==================== block 1
[config.mk]
export PLATFORM = sky130hd
export DESIGN_NAME = uex_mem_access_arb_flat
export DESIGN_NICKNAME = d
export VERILOG_FILES = /design/src/rtl/uex_mem_pkg.sv /design/src/rtl/uex_mem_access_arb_if.sv /design/src/rtl/uex_id_fifo.sv /design/src/rtl/uex_mem_access_arb.sv /design/src/flat_wrapper.sv
export SDC_FILE = /design/constraint.sdc
export NUM_CORES = 1
export LEC_CHECK = 0
export ABC_AREA = 1
export CORE_AREA = 2 2 166 168
export DETAILED_ROUTE_END_ITERATION = 6
export DIE_AREA = 0 0 168 170
export PLACE_DENSITY = 0.68
export SLEW_MARGIN = 0
export SYNTH_ARGS = -nofsm -noshare
export SYNTH_HDL_FRONTEND = slang
export SYNTH_SLANG_ARGS = --single-unit
[constraint.sdc]
create_clock -name clock -period 2.67 [get_ports clock]
set_clock_uncertainty 0.1 [all_clocks]
set_input_delay 0.534 -clock clock [delete_from_list [all_inputs] [get_ports clock]]
set_output_delay 0.534 -clock clock [all_outputs]
set_load 0.03 [all_outputs]
[src/rtl/uex_mem_pkg.sv]
// ---------------------------------------------------------------------------
// uex_mem_pkg
// Shared types and width helpers for the memory access arbiter.
//   arb_state_e : request-path FSM states (IDLE waits for a grant, BUSY holds
//                 the registered request on the memory port until accepted).
//   id_width    : bits needed to name one of n channels (minimum 1).
//   cnt_width   : bits needed to count 0..depth inclusive.
// ---------------------------------------------------------------------------
package uex_mem_pkg;

    typedef enum logic {
        IDLE = 1'b0,
        BUSY = 1'b1
    } arb_state_e;

    function automatic int id_width(input int n);
        return (n > 1) ? $clog2(n) : 1;
    endfunction

    function automatic int cnt_width(input int depth);
        return $clog2(depth + 1);
    endfunction

endpackage

[src/rtl/uex_mem_access_arb_if.sv]
// ---------------------------------------------------------------------------
// uex_mem_access_arb_if
// Memory-side bus of the arbiter: one request channel with valid/ready
// handshake and one in-order response channel without backpressure.
//   master : arbiter side (drives request, receives ready and responses)
//   slave  : memory side
// ---------------------------------------------------------------------------
interface uex_mem_access_arb_if #(
    parameter int ADDR_WIDTH = 32,
    parameter int DATA_WIDTH = 32
) ();

    logic                    m_req_valid;
    logic                    m_req_ready;
    logic [ADDR_WIDTH-1:0]   m_addr;
    logic                    m_we;
    logic [DATA_WIDTH-1:0]   m_wdata;
    logic [DATA_WIDTH/8-1:0] m_wstrb;
    logic                    m_rsp_valid;
    logic [DATA_WIDTH-1:0]   m_rsp_rdata;

    modport master (
        output m_req_valid, m_addr, m_we, m_wdata, m_wstrb,
        input  m_req_ready, m_rsp_valid, m_rsp_rdata
    );

    modport slave (
        input  m_req_valid, m_addr, m_we, m_wdata, m_wstrb,
        output m_req_ready, m_rsp_valid, m_rsp_rdata
    );

endinterface

[src/rtl/uex_id_fifo.sv]
// ---------------------------------------------------------------------------
// uex_id_fifo
// Small FIFO of channel IDs for issued-but-unanswered memory requests.
// Ports: clock, reset (sync, active-high), push/push_data, pop/pop_data,
//        full, empty, count (registered occupancy).
// When empty, pop_data shows push_data so a response arriving in the same
// cycle as the push of its own ID is routed without storing the entry.
// ---------------------------------------------------------------------------
module uex_id_fifo
    import uex_mem_pkg::*;
#(
    parameter  int DEPTH = 4,
    parameter  int WIDTH = 2,
    localparam int PTR_W = (DEPTH > 1) ? $clog2(DEPTH) : 1,
    localparam int CNT_W = cnt_width(DEPTH)
) (
    input  logic             clock,
    input  logic             reset,
    input  logic             push,
    input  logic [WIDTH-1:0] push_data,
    input  logic             pop,
    output logic [WIDTH-1:0] pop_data,
    output logic             full,
    output logic             empty,
    output logic [CNT_W-1:0] count
);

    logic [WIDTH-1:0] mem [DEPTH];
    logic [PTR_W-1:0] wr_ptr;
    logic [PTR_W-1:0] rd_ptr;
    logic             bypass;
    logic             do_push;
    logic             do_pop;

    // Explicit wrap so non-power-of-two pointer widths (DEPTH=1) stay correct
    function automatic logic [PTR_W-1:0] ptr_inc(input logic [PTR_W-1:0] p);
        return (p == PTR_W'(DEPTH - 1)) ? '0 : p + PTR_W'(1);
    endfunction

    assign empty    = (count == '0);
    assign full     = (count == CNT_W'(DEPTH));
    assign bypass   = empty && push && pop;
    assign do_push  = push && !full && !bypass;
    assign do_pop   = pop && !empty;
    assign pop_data = empty ? push_data : mem[rd_ptr];

    always_ff @(posedge clock) begin
        if (reset) begin
            wr_ptr <= '0;
            rd_ptr <= '0;
            count  <= '0;
        end else begin
            if (do_push) wr_ptr <= ptr_inc(wr_ptr);
            if (do_pop)  rd_ptr <= ptr_inc(rd_ptr);
            case ({do_push, do_pop})
                2'b10:   count <= count + CNT_W'(1);
                2'b01:   count <= count - CNT_W'(1);
                default: count <= count;
            endcase
        end
    end

    always_ff @(posedge clock) begin
        if (do_push) mem[wr_ptr] <= push_data;
    end

endmodule

[src/rtl/uex_mem_access_arb.sv]
// ---------------------------------------------------------------------------
// uex_mem_access_arb
// Round-robin arbiter giving N_CHANNELS requesters access to one memory port
// with up to MAX_OUTSTANDING in-order responses in flight.
// Ports:
//   clock, reset          sole clock, synchronous active-high reset
//   req_valid/req_ready   per-channel request handshake (ready is a pulse)
//   req_addr/we/wdata/wstrb  flattened per-channel payloads (channel i at slice i)
//   rsp_valid/rsp_rdata   per-channel response pulse, shared read data
//   err                   sticky flag for a response with nothing outstanding
//   mem                   memory-side bus (master modport)
// ---------------------------------------------------------------------------
module uex_mem_access_arb
    import uex_mem_pkg::*;
#(
    parameter int N_CHANNELS      = 4,
    parameter int ADDR_WIDTH      = 32,
    parameter int DATA_WIDTH      = 32,
    parameter int MAX_OUTSTANDING = 4
) (
    input  logic                             clock,
    input  logic                             reset,
    input  logic [N_CHANNELS-1:0]            req_valid,
    output logic [N_CHANNELS-1:0]            req_ready,
    input  logic [N_CHANNELS*ADDR_WIDTH-1:0] req_addr,
    input  logic [N_CHANNELS-1:0]            req_we,
    input  logic [N_CHANNELS*DATA_WIDTH-1:0] req_wdata,
    input  logic [N_CHANNELS*DATA_WIDTH/8-1:0] req_wstrb,
    output logic [N_CHANNELS-1:0]            rsp_valid,
    output logic [DATA_WIDTH-1:0]            rsp_rdata,
    output logic                             err,
    uex_mem_access_arb_if.master             mem
);

    localparam int ID_W   = id_width(N_CHANNELS);
    localparam int CNT_W  = cnt_width(MAX_OUTSTANDING);
    localparam int STRB_W = DATA_WIDTH / 8;

    arb_state_e            state_q;
    arb_state_e            state_d;
    logic [ID_W-1:0]       rr_ptr_q;
    logic [ID_W-1:0]       grant_id;
    logic                  grant_found;
    logic                  grant_fire;
    logic [ID_W-1:0]       grant_q;
    logic [ADDR_WIDTH-1:0] addr_q;
    logic                  we_q;
    logic [DATA_WIDTH-1:0] wdata_q;
    logic [STRB_W-1:0]     wstrb_q;
    logic                  push;
    logic                  pop;
    logic [ID_W-1:0]       head_id;
    logic                  fifo_full;
    logic                  fifo_empty;
    logic [CNT_W-1:0]      fifo_count;
    logic                  slots_free;

    function automatic logic [ID_W-1:0] next_ptr(input logic [ID_W-1:0] g);
        return (int'(g) == N_CHANNELS - 1) ? '0 : g + ID_W'(1);
    endfunction

    // Registered count only: a response in this cycle frees its slot next cycle
    assign slots_free = (fifo_count < CNT_W'(MAX_OUTSTANDING));

    // A response is legal if an ID is queued or is being pushed this cycle
    assign pop = mem.m_rsp_valid && (!fifo_empty || push);

    // First requesting channel at or after rr_ptr, wrapping around
    always_comb begin
        logic [ID_W-1:0] idx;
        grant_id    = rr_ptr_q;
        grant_found = 1'b0;
        idx         = '0;
        for (int i = 0; i < N_CHANNELS; i++) begin
            idx = ID_W'((int'(rr_ptr_q) + i) % N_CHANNELS);
            if (!grant_found && req_valid[idx]) begin
                grant_found = 1'b1;
                grant_id    = idx;
            end
        end
    end

    always_ff @(posedge clock) begin
        if (reset) state_q <= IDLE;
        else       state_q <= state_d;
    end

    always_comb begin
        state_d    = state_q;
        grant_fire = 1'b0;
        push       = 1'b0;
        req_ready  = '0;
        case (state_q)
            IDLE: begin
                if (grant_found && slots_free && !reset) begin
                    grant_fire          = 1'b1;
                    req_ready[grant_id] = 1'b1;
                    state_d             = BUSY;
                end
            end
            BUSY: begin
                if (mem.m_req_ready) begin
                    push    = 1'b1;
                    state_d = IDLE;
                end
            end
            default: state_d = IDLE;
        endcase
    end

    always_ff @(posedge clock) begin
        if (reset) begin
            rr_ptr_q  <= '0;
            grant_q   <= '0;
            addr_q    <= '0;
            we_q      <= 1'b0;
            wdata_q   <= '0;
            wstrb_q   <= '0;
            rsp_valid <= '0;
            rsp_rdata <= '0;
            err       <= 1'b0;
        end else begin
            if (grant_fire) begin
                rr_ptr_q <= next_ptr(grant_id);
                grant_q  <= grant_id;
                addr_q   <= req_addr[int'(grant_id)*ADDR_WIDTH +: ADDR_WIDTH];
                we_q     <= req_we[grant_id];
                wdata_q  <= req_wdata[int'(grant_id)*DATA_WIDTH +: DATA_WIDTH];
                wstrb_q  <= req_wstrb[int'(grant_id)*STRB_W +: STRB_W];
            end
            rsp_valid <= '0;
            if (pop) begin
                rsp_valid[head_id] <= 1'b1;
                rsp_rdata          <= mem.m_rsp_rdata;
            end
            if (mem.m_rsp_valid && !pop) err <= 1'b1;
        end
    end

    // The slot check at grant time guarantees room when the push arrives
    always_ff @(posedge clock) begin
        if (!reset) assert (!(push && fifo_full));
    end

    assign mem.m_req_valid = (state_q == BUSY);
    assign mem.m_addr      = addr_q;
    assign mem.m_we        = we_q;
    assign mem.m_wdata     = wdata_q;
    assign mem.m_wstrb     = wstrb_q;

    uex_id_fifo #(
        .DEPTH (MAX_OUTSTANDING),
        .WIDTH (ID_W)
    ) u_id_fifo (
        .clock     (clock),
        .reset     (reset),
        .push      (push),
        .push_data (grant_q),
        .pop       (pop),
        .pop_data  (head_id),
        .full      (fifo_full),
        .empty     (fifo_empty),
        .count     (fifo_count)
    );

endmodule

[src/flat_wrapper.sv]
// flat-port wrapper written by rule: the top's interface ports become plain ports
module uex_mem_access_arb_flat import uex_mem_pkg::*;
#(
    parameter int N_CHANNELS      = 4,
    parameter int ADDR_WIDTH      = 32,
    parameter int DATA_WIDTH      = 32,
    parameter int MAX_OUTSTANDING = 4
)
  (clock, reset, req_valid, req_ready, req_addr, req_we, req_wdata, req_wstrb, rsp_valid, rsp_rdata, err, mem_m_req_valid, mem_m_addr, mem_m_we, mem_m_wdata, mem_m_wstrb, mem_m_req_ready, mem_m_rsp_valid, mem_m_rsp_rdata);
  uex_mem_access_arb_if #(.ADDR_WIDTH(ADDR_WIDTH), .DATA_WIDTH(DATA_WIDTH)) mem_i ();
  input  logic clock;
  input  logic reset;
  input  logic [N_CHANNELS-1:0] req_valid;
  output logic [N_CHANNELS-1:0] req_ready;
  input  logic [N_CHANNELS*ADDR_WIDTH-1:0] req_addr;
  input  logic [N_CHANNELS-1:0] req_we;
  input  logic [N_CHANNELS*DATA_WIDTH-1:0] req_wdata;
  input  logic [N_CHANNELS*DATA_WIDTH/8-1:0] req_wstrb;
  output logic [N_CHANNELS-1:0] rsp_valid;
  output logic [DATA_WIDTH-1:0] rsp_rdata;
  output logic err;
  output wire logic [$bits(mem_i.m_req_valid)-1:0] mem_m_req_valid;
  output wire logic [$bits(mem_i.m_addr)-1:0] mem_m_addr;
  output wire logic [$bits(mem_i.m_we)-1:0] mem_m_we;
  output wire logic [$bits(mem_i.m_wdata)-1:0] mem_m_wdata;
  output wire logic [$bits(mem_i.m_wstrb)-1:0] mem_m_wstrb;
  input wire logic [$bits(mem_i.m_req_ready)-1:0] mem_m_req_ready;
  input wire logic [$bits(mem_i.m_rsp_valid)-1:0] mem_m_rsp_valid;
  input wire logic [$bits(mem_i.m_rsp_rdata)-1:0] mem_m_rsp_rdata;
  assign mem_m_req_valid = mem_i.m_req_valid;
  assign mem_m_addr = mem_i.m_addr;
  assign mem_m_we = mem_i.m_we;
  assign mem_m_wdata = mem_i.m_wdata;
  assign mem_m_wstrb = mem_i.m_wstrb;
  assign mem_i.m_req_ready = mem_m_req_ready;
  assign mem_i.m_rsp_valid = mem_m_rsp_valid;
  assign mem_i.m_rsp_rdata = mem_m_rsp_rdata;
  uex_mem_access_arb #(.N_CHANNELS(N_CHANNELS), .ADDR_WIDTH(ADDR_WIDTH), .DATA_WIDTH(DATA_WIDTH), .MAX_OUTSTANDING(MAX_OUTSTANDING)) u_core (.clock(clock), .reset(reset), .req_valid(req_valid), .req_ready(req_ready), .req_addr(req_addr), .req_we(req_we), .req_wdata(req_wdata), .req_wstrb(req_wstrb), .rsp_valid(rsp_valid), .rsp_rdata(rsp_rdata), .err(err), .mem(mem_i));
endmodule
==================== block 2
`config.mk`:
```
export PLATFORM = sky130hd
export DESIGN_NAME = clock_control
export DESIGN_NICKNAME = d
export VERILOG_FILES = /design/src/rtl/clock_control.sv
export SDC_FILE = /design/constraint.sdc
export NUM_CORES = 1
export LEC_CHECK = 0
export ABC_AREA = 1
export CAP_MARGIN = 30
export CORE_MARGIN = 2
export CORE_UTILIZATION = 65
export CTS_BUF_LIST = sky130_fd_sc_hd__clkbuf_4
export DETAILED_ROUTE_END_ITERATION = 16
export PLACE_DENSITY_LB_ADDON = 0.15
export SYNTH_ARGS = -nofsm -noshare
export SYNTH_HDL_FRONTEND = slang
export SYNTH_SLANG_ARGS = --single-unit
```
`constraint.sdc`:
```
create_clock -name clk -period 3.8 [get_ports clk]
set_input_delay 0.76 -clock clk [delete_from_list [all_inputs] [get_ports clk]]
set_output_delay 0.76 -clock clk [all_outputs]
set_load 0.01 [all_outputs]
```
`src/rtl/clock_control.sv`:
```
// rtl/clock_control.sv - CPU clock source: auto free-run or debounced manual single-step, with halt.
module clock_control #(
    parameter int DEBOUNCE_CYCLES  = 500000,
    parameter int STEP_HIGH_CYCLES = 2500000,
    parameter int CNT_W            = 32
) (
    input  logic clk,
    input  logic reset,
    input  logic clk_cpu_in,
    input  logic btn_step,
    input  logic sw_mode,
    input  logic hlt,
    output logic clk_out,
    output logic clk_rise,
    output logic clk_fall,
    output logic halted,
    output logic mode_manual
);

    typedef enum logic [1:0] {
        S_AUTO      = 2'd0,
        S_MAN_IDLE  = 2'd1,
        S_MAN_PULSE = 2'd2,
        S_HALT      = 2'd3
    } state_t;

    localparam logic [CNT_W-1:0] DB_LAST   = CNT_W'(DEBOUNCE_CYCLES - 1);
    localparam logic [CNT_W-1:0] STEP_LAST = CNT_W'(STEP_HIGH_CYCLES - 1);

    // Bit 0 is the step button, bit 1 the mode switch.
    logic [1:0]            s1_q, s1_d;
    logic [1:0]            s2_q, s2_d;
    logic [1:0]            db_q, db_d;
    logic [1:0][CNT_W-1:0] cnt_q, cnt_d;
    logic                  btn_prev_q, btn_prev_d;

    state_t                state_q, state_d;
    logic [CNT_W-1:0]      step_cnt_q, step_cnt_d;
    logic                  clk_out_q, clk_out_d;
    logic                  clk_out_dly_q, clk_out_dly_d;

    logic                  press_evt;
    logic                  mode_db;

    always_comb begin
        s1_d       = {sw_mode, btn_step};
        s2_d       = s1_q;
        db_d       = db_q;
        cnt_d      = '0;
        btn_prev_d = db_q[0];
        for (int i = 0; i < 2; i++) begin
            if (s2_q[i] != db_q[i]) begin
                if (cnt_q[i] == DB_LAST) begin
                    db_d[i] = s2_q[i];
                end else begin
                    cnt_d[i] = cnt_q[i] + CNT_W'(1);
                end
            end
        end
    end

    assign press_evt = db_q[0] & ~btn_prev_q;
    assign mode_db   = db_q[1];

    always_comb begin
        state_d       = state_q;
        step_cnt_d    = step_cnt_q;
        clk_out_d     = 1'b0;
        clk_out_dly_d = clk_out_q;
        case (state_q)
            S_AUTO: begin
                clk_out_d = clk_cpu_in;
                // Leave only from a low phase so a high phase is never cut short.
                if (!clk_cpu_in) begin
                    if (hlt) begin
                        state_d = S_HALT;
                    end else if (mode_db) begin
                        state_d = S_MAN_IDLE;
                    end
                end
            end
            S_MAN_IDLE: begin
                if (hlt) begin
                    state_d = S_HALT;
                end else if (!mode_db) begin
                    state_d = S_AUTO;
                end else if (press_evt) begin
                    state_d    = S_MAN_PULSE;
                    step_cnt_d = STEP_LAST;
                    clk_out_d  = 1'b1;
                end
            end
            S_MAN_PULSE: begin
                if (step_cnt_q == '0) begin
                    state_d = S_MAN_IDLE;
                end else begin
                    step_cnt_d = step_cnt_q - CNT_W'(1);
                    clk_out_d  = 1'b1;
                end
            end
            S_HALT: begin
                if (!hlt) begin
                    state_d = mode_db ? S_MAN_IDLE : S_AUTO;
                end
            end
            default: state_d = S_AUTO;
        endcase
    end

    always_ff @(posedge clk or posedge reset) begin
        if (reset) begin
            s1_q          <= '0;
            s2_q          <= '0;
            db_q          <= '0;
            cnt_q         <= '0;
            btn_prev_q    <= 1'b0;
            state_q       <= S_AUTO;
            step_cnt_q    <= '0;
            clk_out_q     <= 1'b0;
            clk_out_dly_q <= 1'b0;
        end else begin
            s1_q          <= s1_d;
            s2_q          <= s2_d;
            db_q          <= db_d;
            cnt_q         <= cnt_d;
            btn_prev_q    <= btn_prev_d;
            state_q       <= state_d;
            step_cnt_q    <= step_cnt_d;
            clk_out_q     <= clk_out_d;
            clk_out_dly_q <= clk_out_dly_d;
        end
    end

    assign clk_out     = clk_out_q;
    assign clk_rise    = clk_out_q & ~clk_out_dly_q;
    assign clk_fall    = ~clk_out_q & clk_out_dly_q;
    assign halted      = (state_q == S_HALT);
    assign mode_manual = (state_q == S_MAN_IDLE) || (state_q == S_MAN_PULSE);

endmodule

```
Figure 1. Routing congestion (block 2).
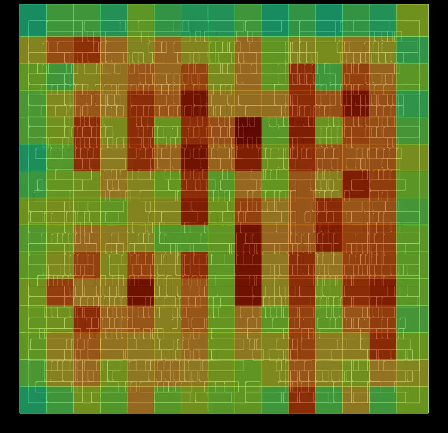
Core Util, Final: 71.23%
met3 Use GR: 6.051%

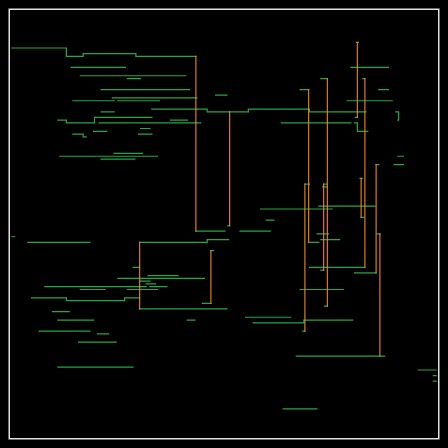
Figure 2: block 2, routed metal, one colour a layer.
Only two layers are drawn.
legend:
  M3:
    colour: green
    wire_length: 766 µm
  M4:
    colour: orange
    wire_length: 381 µm

==> datasheet_impl.txt, block 2 <==
Table: implementation figures

Parameter                              Value

Routing
  Total DRC errors in the routed layout    0
  Detail-routed via count per cell    between 5 and 6

Min path
  Hold path startpoint    s1_q[0]

Floorplanning
  I/O Pins    11

Timing
  Setup repair after global routing missed its margin    false
  Final hold violation count    0
  Setup violators final    0
  Post-layout min period    2567 ps

Clock network
  Count of clock tree sinks    roughly 110
  Maximum clock insertion buffer count    2
  Clock tree from TritonCTS    done

Synthesis
  Compound-Gate Fraction of Synth Area    4.826%
  Post-synth ARST share    100.0%
  Mean instance size in the synthesized netlist    7.186 µm²
  Distinct cell type count of the synthesized netlist    33
  Top cell type by total area after synthesis    sky130_fd_sc_hd__dfrtp_1

Placement
  Last weighted congestion value of the routability-driven placer    roughly 0.92

Layout
  Register ranked first by flip-flop count    cnt_q

Worst setup path
  Critical Path Slowest Stage Cell    sky130_fd_sc_hd__clkdlybuf4s50_1
  Required time of the critical path    3040 ps

Pwr
  Leakage power of the design    a little under 3 nW
  Maximum ir drop on the vdd rail    between 0.3 and 0.4 mV

Status
  Result of the run    finished, final reports clean

GRT
  Maximum number of pins on one net before global-route repair    54
block 2: where the power goes:
part | leakage, nW | total [W] | switching [W] | internal (W)
Combinational | 1.36 | 0.00114 | 0.000769 | 0.000372
Clock | 0.0956 | 0.000718 | 0.000386 | 0.000332
Sequential | 1.44 | 0.00141 | 0.000153 | 0.00126
Total | 2.90 | 0.00327 | 0.00131 | 0.00197
block 2: area by class of cell:
cell class | instances | area, µm²
clock inverters | 7 | 115.1
multi-input cells | 705 | 3482
well taps | 133 | 166.4
flip-flops and latches | 107 | 2678
inverters | 94 | 355.3
fillers | 840 | 2825
clock buffers | 9 | 67.56
repair buffers | 14 | 130.1
block 2: metal layers:
layer	up-vias	part of all wire [%]	global-route usage, %
met5	-	0	0
met4	0	2.5	8.857
met3	29	5.0	6.051
met2	144	49	51.62
met1	2788	43	37.69
li1	2916	-	-
block 2: through the flow:
step	hold WS, ps	instance area, µm²	instances	utilization [%]	setup WS, ps
CTS	372.3	6994	1069	71.23	1211
global route	381.8	6994	1069	71.23	1151
global placement	332.2	6812	1053	69.37	1509
detailed placement	338.1	6812	1053	69.37	1429
floorplan	331.2	6611	920	-	222.8
finish	367.9	6994	1069	71.23	1233
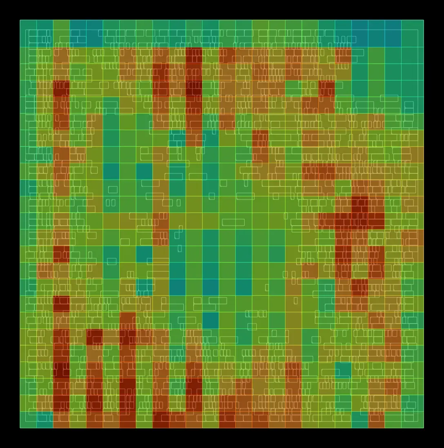
Figure 3: block 1, routing congestion.
overall fraction of global-route tracks in use: 21.38%
GR peak layer: met2
met3 Use GR: 6.744%

==> datasheet_impl.txt, block 1 <==
Table: implementation figures

Parameter                              Value

Status
  Result of the run    finished with violations
  Failing checks    setup timing

Min path
  Number of stages on the worst hold path    2
  Worst hold path class    reg -> reg

Timing
  Pins Over Slew Limit    0
  Highest attainable clock frequency    about 350 MHz
  Worst Setup Slack, final    -150.0 ps
  Setup violators final    4

Floorplanning
  I/O Pins    about 430
  Number of tapcells    341
  Placeable Area    around 27,000 µm²
  Num rows    roughly 60

Layout
  Core Util, Final    about 50%
  Most instantiated logic cells after routing    sky130_fd_sc_hd__nand2_1 (450), sky130_fd_sc_hd__clkdlybuf4s50_1 (417), sky130_fd_sc_hd__nor2_1 (273)

Pwr
  Pwr Total    0.01762 W

Routing
  Number of iterations in the first detailed-routing pass    5
  Average routed wire per standard cell    between 15 and 20 µm
  Uppermost layer routed    met5

Synthesis
  Distinct cell type count of the synthesized netlist    32
  Yosys cell count    around 1,300
  Netlist area before placement    ~7800 µm²
  Mean instance size in the synthesized netlist    approximately 6.0 µm²

Worst setup path
  CP Launch Point    u_core.rr_ptr_q[0]
  Critical Path Max Stage Delay    approximately 400 ps
  End point of the critical path    req_ready[3]
  R2R depth    16

Clock network
  Number of buffers added by the clock tree synthesis step    17
  Count of clock tree sinks    between 100 and 150

Placement
  Last weighted congestion value of the routability-driven placer    around 0.86
  Half-perimeter wire length after detailed placement    22,940 µm
  Post-detailed-placement cell area    12,540 µm²

Run
  Number of max-capacitance violations reported    0

GRT
  Maximum number of pins on one net before global-route repair    75
[block 1: cells in the mapped netlist, types with 5 or more instances]
master	n	area, µm²
sky130_fd_sc_hd__a21oi_1	11	55.05
sky130_fd_sc_hd__o21ai_2	20	175.2
sky130_fd_sc_hd__nand2_1	467	1753
sky130_fd_sc_hd__nor2_2	21	131.4
sky130_fd_sc_hd__inv_1	65	244.0
sky130_fd_sc_hd__ha_1	10	125.1
sky130_fd_sc_hd__nand2_2	6	37.54
sky130_fd_sc_hd__buf_2	46	230.2
sky130_fd_sc_hd__clkbuf_1	21	78.83
sky130_fd_sc_hd__buf_6	9	101.4
sky130_fd_sc_hd__nand3_1	142	710.7
sky130_fd_sc_hd__buf_4	5	37.54
sky130_fd_sc_hd__nor2_1	277	1040
sky130_fd_sc_hd__o21ai_0	45	225.2
sky130_fd_sc_hd__o21ai_1	18	90.09
sky130_fd_sc_hd__edfxtp_1	8	240.2
sky130_fd_sc_hd__dfxtp_1	120	2402
[block 1: report_power, final]
part / switching, W / total (W) / internal [W]
Combinational: 0.00773 / 0.0124 / 0.00462
Clock: 0.000958 / 0.00215 / 0.00120
Sequential: 0.000429 / 0.00311 / 0.00268

==> layout pictures side by side <==
Register map, names as in the netlist.
panel A
Bar = 50 µm.
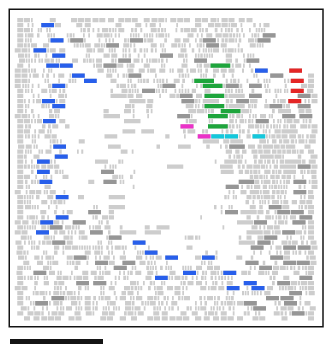
panel B
Bar = 20 µm.
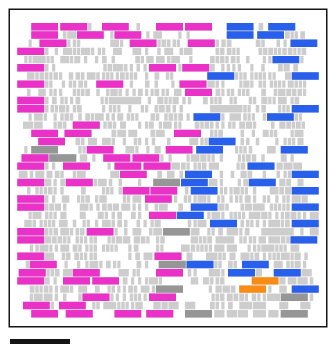
Panel B comes from block 2.
Panel A comes from block 1.
The one with the largest die is panel A.
The one with the most sequential cells is panel A.

Key to panel A:
legend:
  u_core.u_id_fifo.count:
    colour: cyan
    sequential_cells: 3
  u_core.u_id_fifo.mem:
    colour: green
    sequential_cells: 8
  u_core.rsp_valid:
    colour: red
    sequential_cells: 4
    where: upper right
  u_core.grant_q:
    colour: magenta
    sequential_cells: 2
  u_core.mem.m_addr:
    colour: blue
    sequential_cells: 32
    where: widely spread
not coloured: 79


==================== block 3
### config.mk
export PLATFORM = sky130hd
export DESIGN_NAME = score_text_writer
export DESIGN_NICKNAME = d
export VERILOG_FILES = /design/src/rtl/score_text_writer.sv
export SDC_FILE = /design/constraint.sdc
export NUM_CORES = 1
export LEC_CHECK = 0
export ABC_AREA = 1
export CORE_MARGIN = 1.5
export CORE_UTILIZATION = 50
export DETAILED_ROUTE_END_ITERATION = 6
export GPL_TIMING_DRIVEN = 0
export PLACE_DENSITY = 0.69
export SLEW_MARGIN = 20
export SYNTH_ARGS = -nofsm -noshare
export SYNTH_HDL_FRONTEND = slang
export SYNTH_SLANG_ARGS = --single-unit
### constraint.sdc
create_clock -name Clk -period 4.52 [get_ports Clk]
set_input_delay 1.13 -clock Clk [delete_from_list [all_inputs] [get_ports Clk]]
set_output_delay 1.13 -clock Clk [all_outputs]
set_load 0.1 [all_outputs]
### src/rtl/score_text_writer.sv
// Converts a 20-bit binary score to six decimal characters (double dabble) and
// writes them to a character buffer. Optional feature macro: SCORE_LEADING_ZERO_BLANK_EN.
module score_text_writer #(
  parameter logic [10:0] BASE_ADDR = 11'd0,
  parameter int          N_DIGITS  = 6
) (
  input  logic        Clk,
  input  logic        Reset_n,
  input  logic        start,
  input  logic [19:0] score,
  output logic        busy,
  output logic        done,
  output logic        wr_en,
  output logic [10:0] wr_addr,
  output logic [7:0]  wr_data
);

  // Handshake: start is honoured only while in IDLE (busy=0, done=0) and score is
  // sampled on that same edge; busy stays high through CONVERT and WRITE, and done
  // pulses for one cycle afterwards. Starts seen while busy or done are dropped.

  typedef enum logic [1:0] {IDLE, CONVERT, WRITE, DONE} state_t;

  localparam logic [19:0] SCORE_MAX  = 20'd999999;
  localparam logic [4:0]  LAST_ITER  = 5'd19;
  localparam logic [2:0]  LAST_DIGIT = 3'(N_DIGITS - 1);

  state_t      state;
  state_t      state_next;
  logic [19:0] bin;
  logic [23:0] bcd;
  logic [23:0] bcd_adj;
  logic [4:0]  cnt;
  logic [2:0]  idx;
  logic [3:0]  digit;
  logic [7:0]  char_code;

  // The most significant remaining digit always sits in the top nibble.
  assign digit = bcd[23:20];

`ifdef SCORE_LEADING_ZERO_BLANK_EN
  logic seen_nz;

  always_comb begin
    char_code = {4'h3, digit};
    if (!seen_nz && (digit == 4'd0) && (idx != LAST_DIGIT)) char_code = 8'h20;
  end
`else
  assign char_code = {4'h3, digit};
`endif

  always_comb begin
    bcd_adj = bcd;
    for (int k = 0; k < 6; k++) begin
      if (bcd[4*k +: 4] >= 4'd5) bcd_adj[4*k +: 4] = bcd[4*k +: 4] + 4'd3;
    end
  end

  always_ff @(posedge Clk or negedge Reset_n) begin
    if (!Reset_n) state <= IDLE;
    else          state <= state_next;
  end

  always_comb begin
    state_next = state;
    busy       = 1'b0;
    done       = 1'b0;
    wr_en      = 1'b0;
    wr_addr    = 11'd0;
    wr_data    = 8'h00;
    case (state)
      IDLE: begin
        if (start) state_next = CONVERT;
      end
      CONVERT: begin
        busy = 1'b1;
        if (cnt == LAST_ITER) state_next = WRITE;
      end
      WRITE: begin
        busy    = 1'b1;
        wr_en   = 1'b1;
        wr_addr = BASE_ADDR + {8'd0, idx};
        wr_data = char_code;
        if (idx == LAST_DIGIT) state_next = DONE;
      end
      DONE: begin
        done       = 1'b1;
        state_next = IDLE;
      end
      default: state_next = IDLE;
    endcase
  end

  always_ff @(posedge Clk or negedge Reset_n) begin
    if (!Reset_n) begin
      bin <= 20'd0;
      bcd <= 24'd0;
      cnt <= 5'd0;
      idx <= 3'd0;
`ifdef SCORE_LEADING_ZERO_BLANK_EN
      seen_nz <= 1'b0;
`endif
    end else begin
      case (state)
        IDLE: begin
          if (start) begin
            bin <= (score > SCORE_MAX) ? SCORE_MAX : score;
            bcd <= 24'd0;
            cnt <= 5'd0;
            idx <= 3'd0;
`ifdef SCORE_LEADING_ZERO_BLANK_EN
            seen_nz <= 1'b0;
`endif
          end
        end
        CONVERT: begin
          {bcd, bin} <= {bcd_adj, bin} << 1;
          cnt        <= cnt + 5'd1;
        end
        WRITE: begin
          bcd <= bcd << 4;
          idx <= idx + 3'd1;
`ifdef SCORE_LEADING_ZERO_BLANK_EN
          seen_nz <= seen_nz | (digit != 4'd0);
`endif
        end
        default: ;
      endcase
    end
  end

endmodule

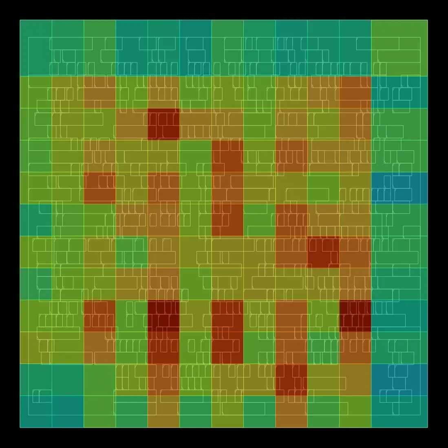
Figure 4: block 3, routing congestion.
average routed wire per standard cell: 12.53 µm
met2 global-route usage: 37.34%

==> datasheet_impl.txt <==
Table: implementation figures

Parameter                              Value

Layout
  Core Util, Final    between 60% and 70%
  Fraction of final layout cells sized beyond drive strength 1    approximately 8.6%
  Post-route insts no fill    between 600 and 700

GRT
  Wire length of the first global-routing pass    14,290 µm
  Maximum number of pins on one net before global-route repair    ~55
  Initial antenna violation count    0

Placement
  Last weighted congestion value of the routability-driven placer    0.8421

Synthesis
  Most common library cells after synthesis    sky130_fd_sc_hd__nand2_1 (178), sky130_fd_sc_hd__inv_1 (57), sky130_fd_sc_hd__dfrtp_1 (54)
  Dominant Register Cell    sky130_fd_sc_hd__dfrtp_1
  Flip-flops with a built-in enable    0

Floorplanning
  Num rows    30

Clock network
  Clock root buffer master    sky130_fd_sc_hd__clkbuf_8

Pwr
  Proportion of power drawn by flip-flops and latches    29.9%
  Leakage power of the design    about 2.2 nW
  Pwr Total    about 0.0024 W
  Power in sequential cells    roughly 0.00073 W

Worst setup path
  Buffers and inverters on the worst path    5
  Required time of the critical path    3390 ps
  Worst setup EP type    output port

Routing
  Total DRC errors in the routed layout    0
  Total Wirelength    between 8000 and 9000 µm

Timing
  Clock skew after layout    between 5 and 6 ps

Run
  Number of max-capacitance violations reported    0

Status
  Result of the run    finished, final reports clean

Min path
  Worst hold path class    reg -> reg
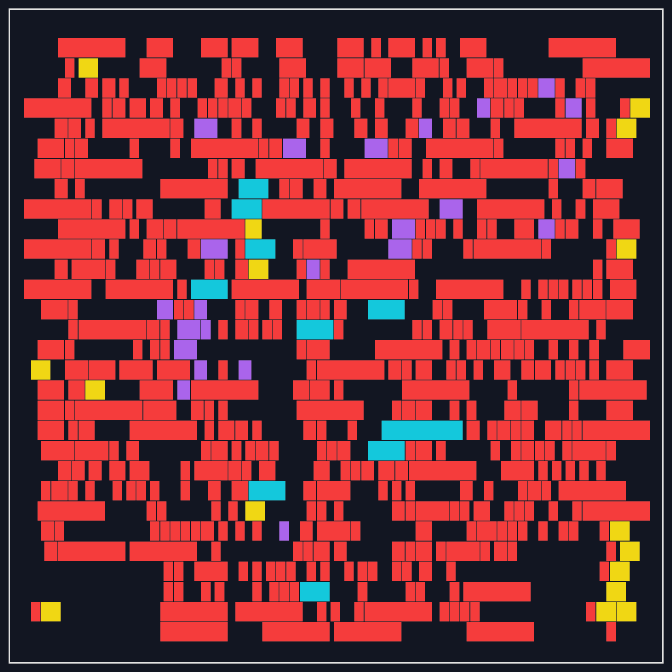
Figure 5: block 3, sizing map.
legend:
  x3 and x4:
    colour: yellow
    cells: 16
    share: 2.8%
    most_used: buf_4
  x6 and larger:
    colour: cyan
    cells: 10
    share: 1.8%
    most_used: clkbuf_8
  x2:
    colour: purple
    cells: 23
    share: 4.0%
    most_used: buf_2
  x1 and smaller:
    colour: red
    cells: 522
    share: 91%
    most_used: nand2_1

==> area by class of cell <==
cell class,instances,share of cell area [%]
clock inverters,2,0.8897
flip-flops and latches,54,32.03
well taps,96,2.847
plain buffers,31,4.834
clock buffers,6,1.720
inverters,60,5.397
multi-input cells,384,44.28
repair buffers,34,8.007
==> sequential cells by signal, summed over array words and instances (netlist names) <==
register / flops
bin: 20
idx: 3
cnt: 5
bcd: 24
state: 2
==> kinds of logic (layout without fill, tap and decap cells) <==
group / Yosys count / after routing / share of synthesized area (%)
AND-OR/OR-AND: 73 / 73 / 11.55
XOR/XNOR: 2 / 2 / 0.4843
adder cells (fa/ha/maj): 19 / 19 / 6.572
buffers and inverters: 91 / 133 / 11.93
flip-flops: 54 / 54 / 37.36
other: 1 / 10 / 0.1037
AND/OR/NAND/NOR: 280 / 280 / 32.00
==> metal layers <==
layer | global-route usage, % | vias up | part of all wire (%)
li1 | - | 1731 | -
met4 | 5.966 | 0 | 0.54
met2 | 37.34 | 76 | 45
met5 | 0 | - | 0
met3 | 4.053 | 4 | 4.3
met1 | 32.98 | 1539 | 50


## Gallery

Selected gate families.
image #1
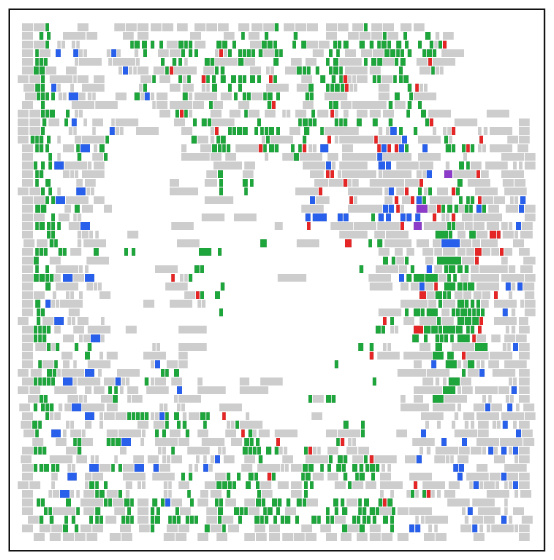
image #2
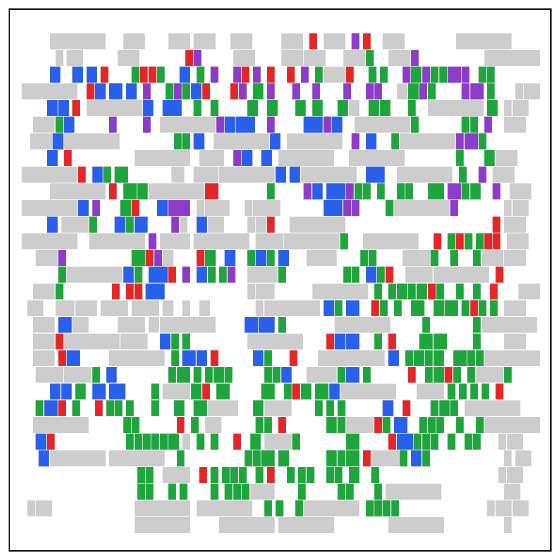
image #3
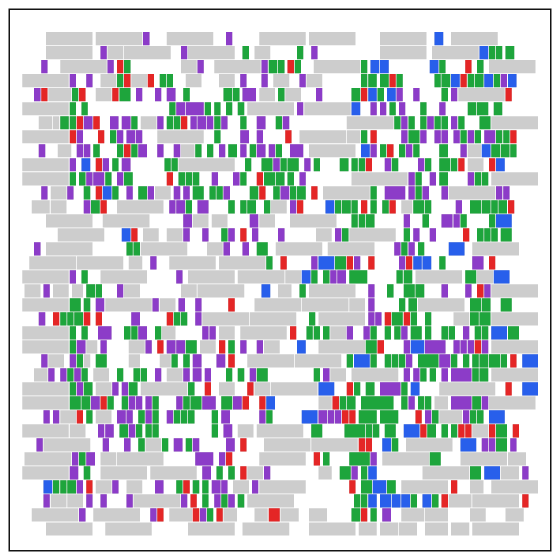
| from | picture |
|---|---|
| block 2 | image #3 |
| block 1 | image #1 |
| block 3 | image #2 |

Power and IR drop assume default switching activity.
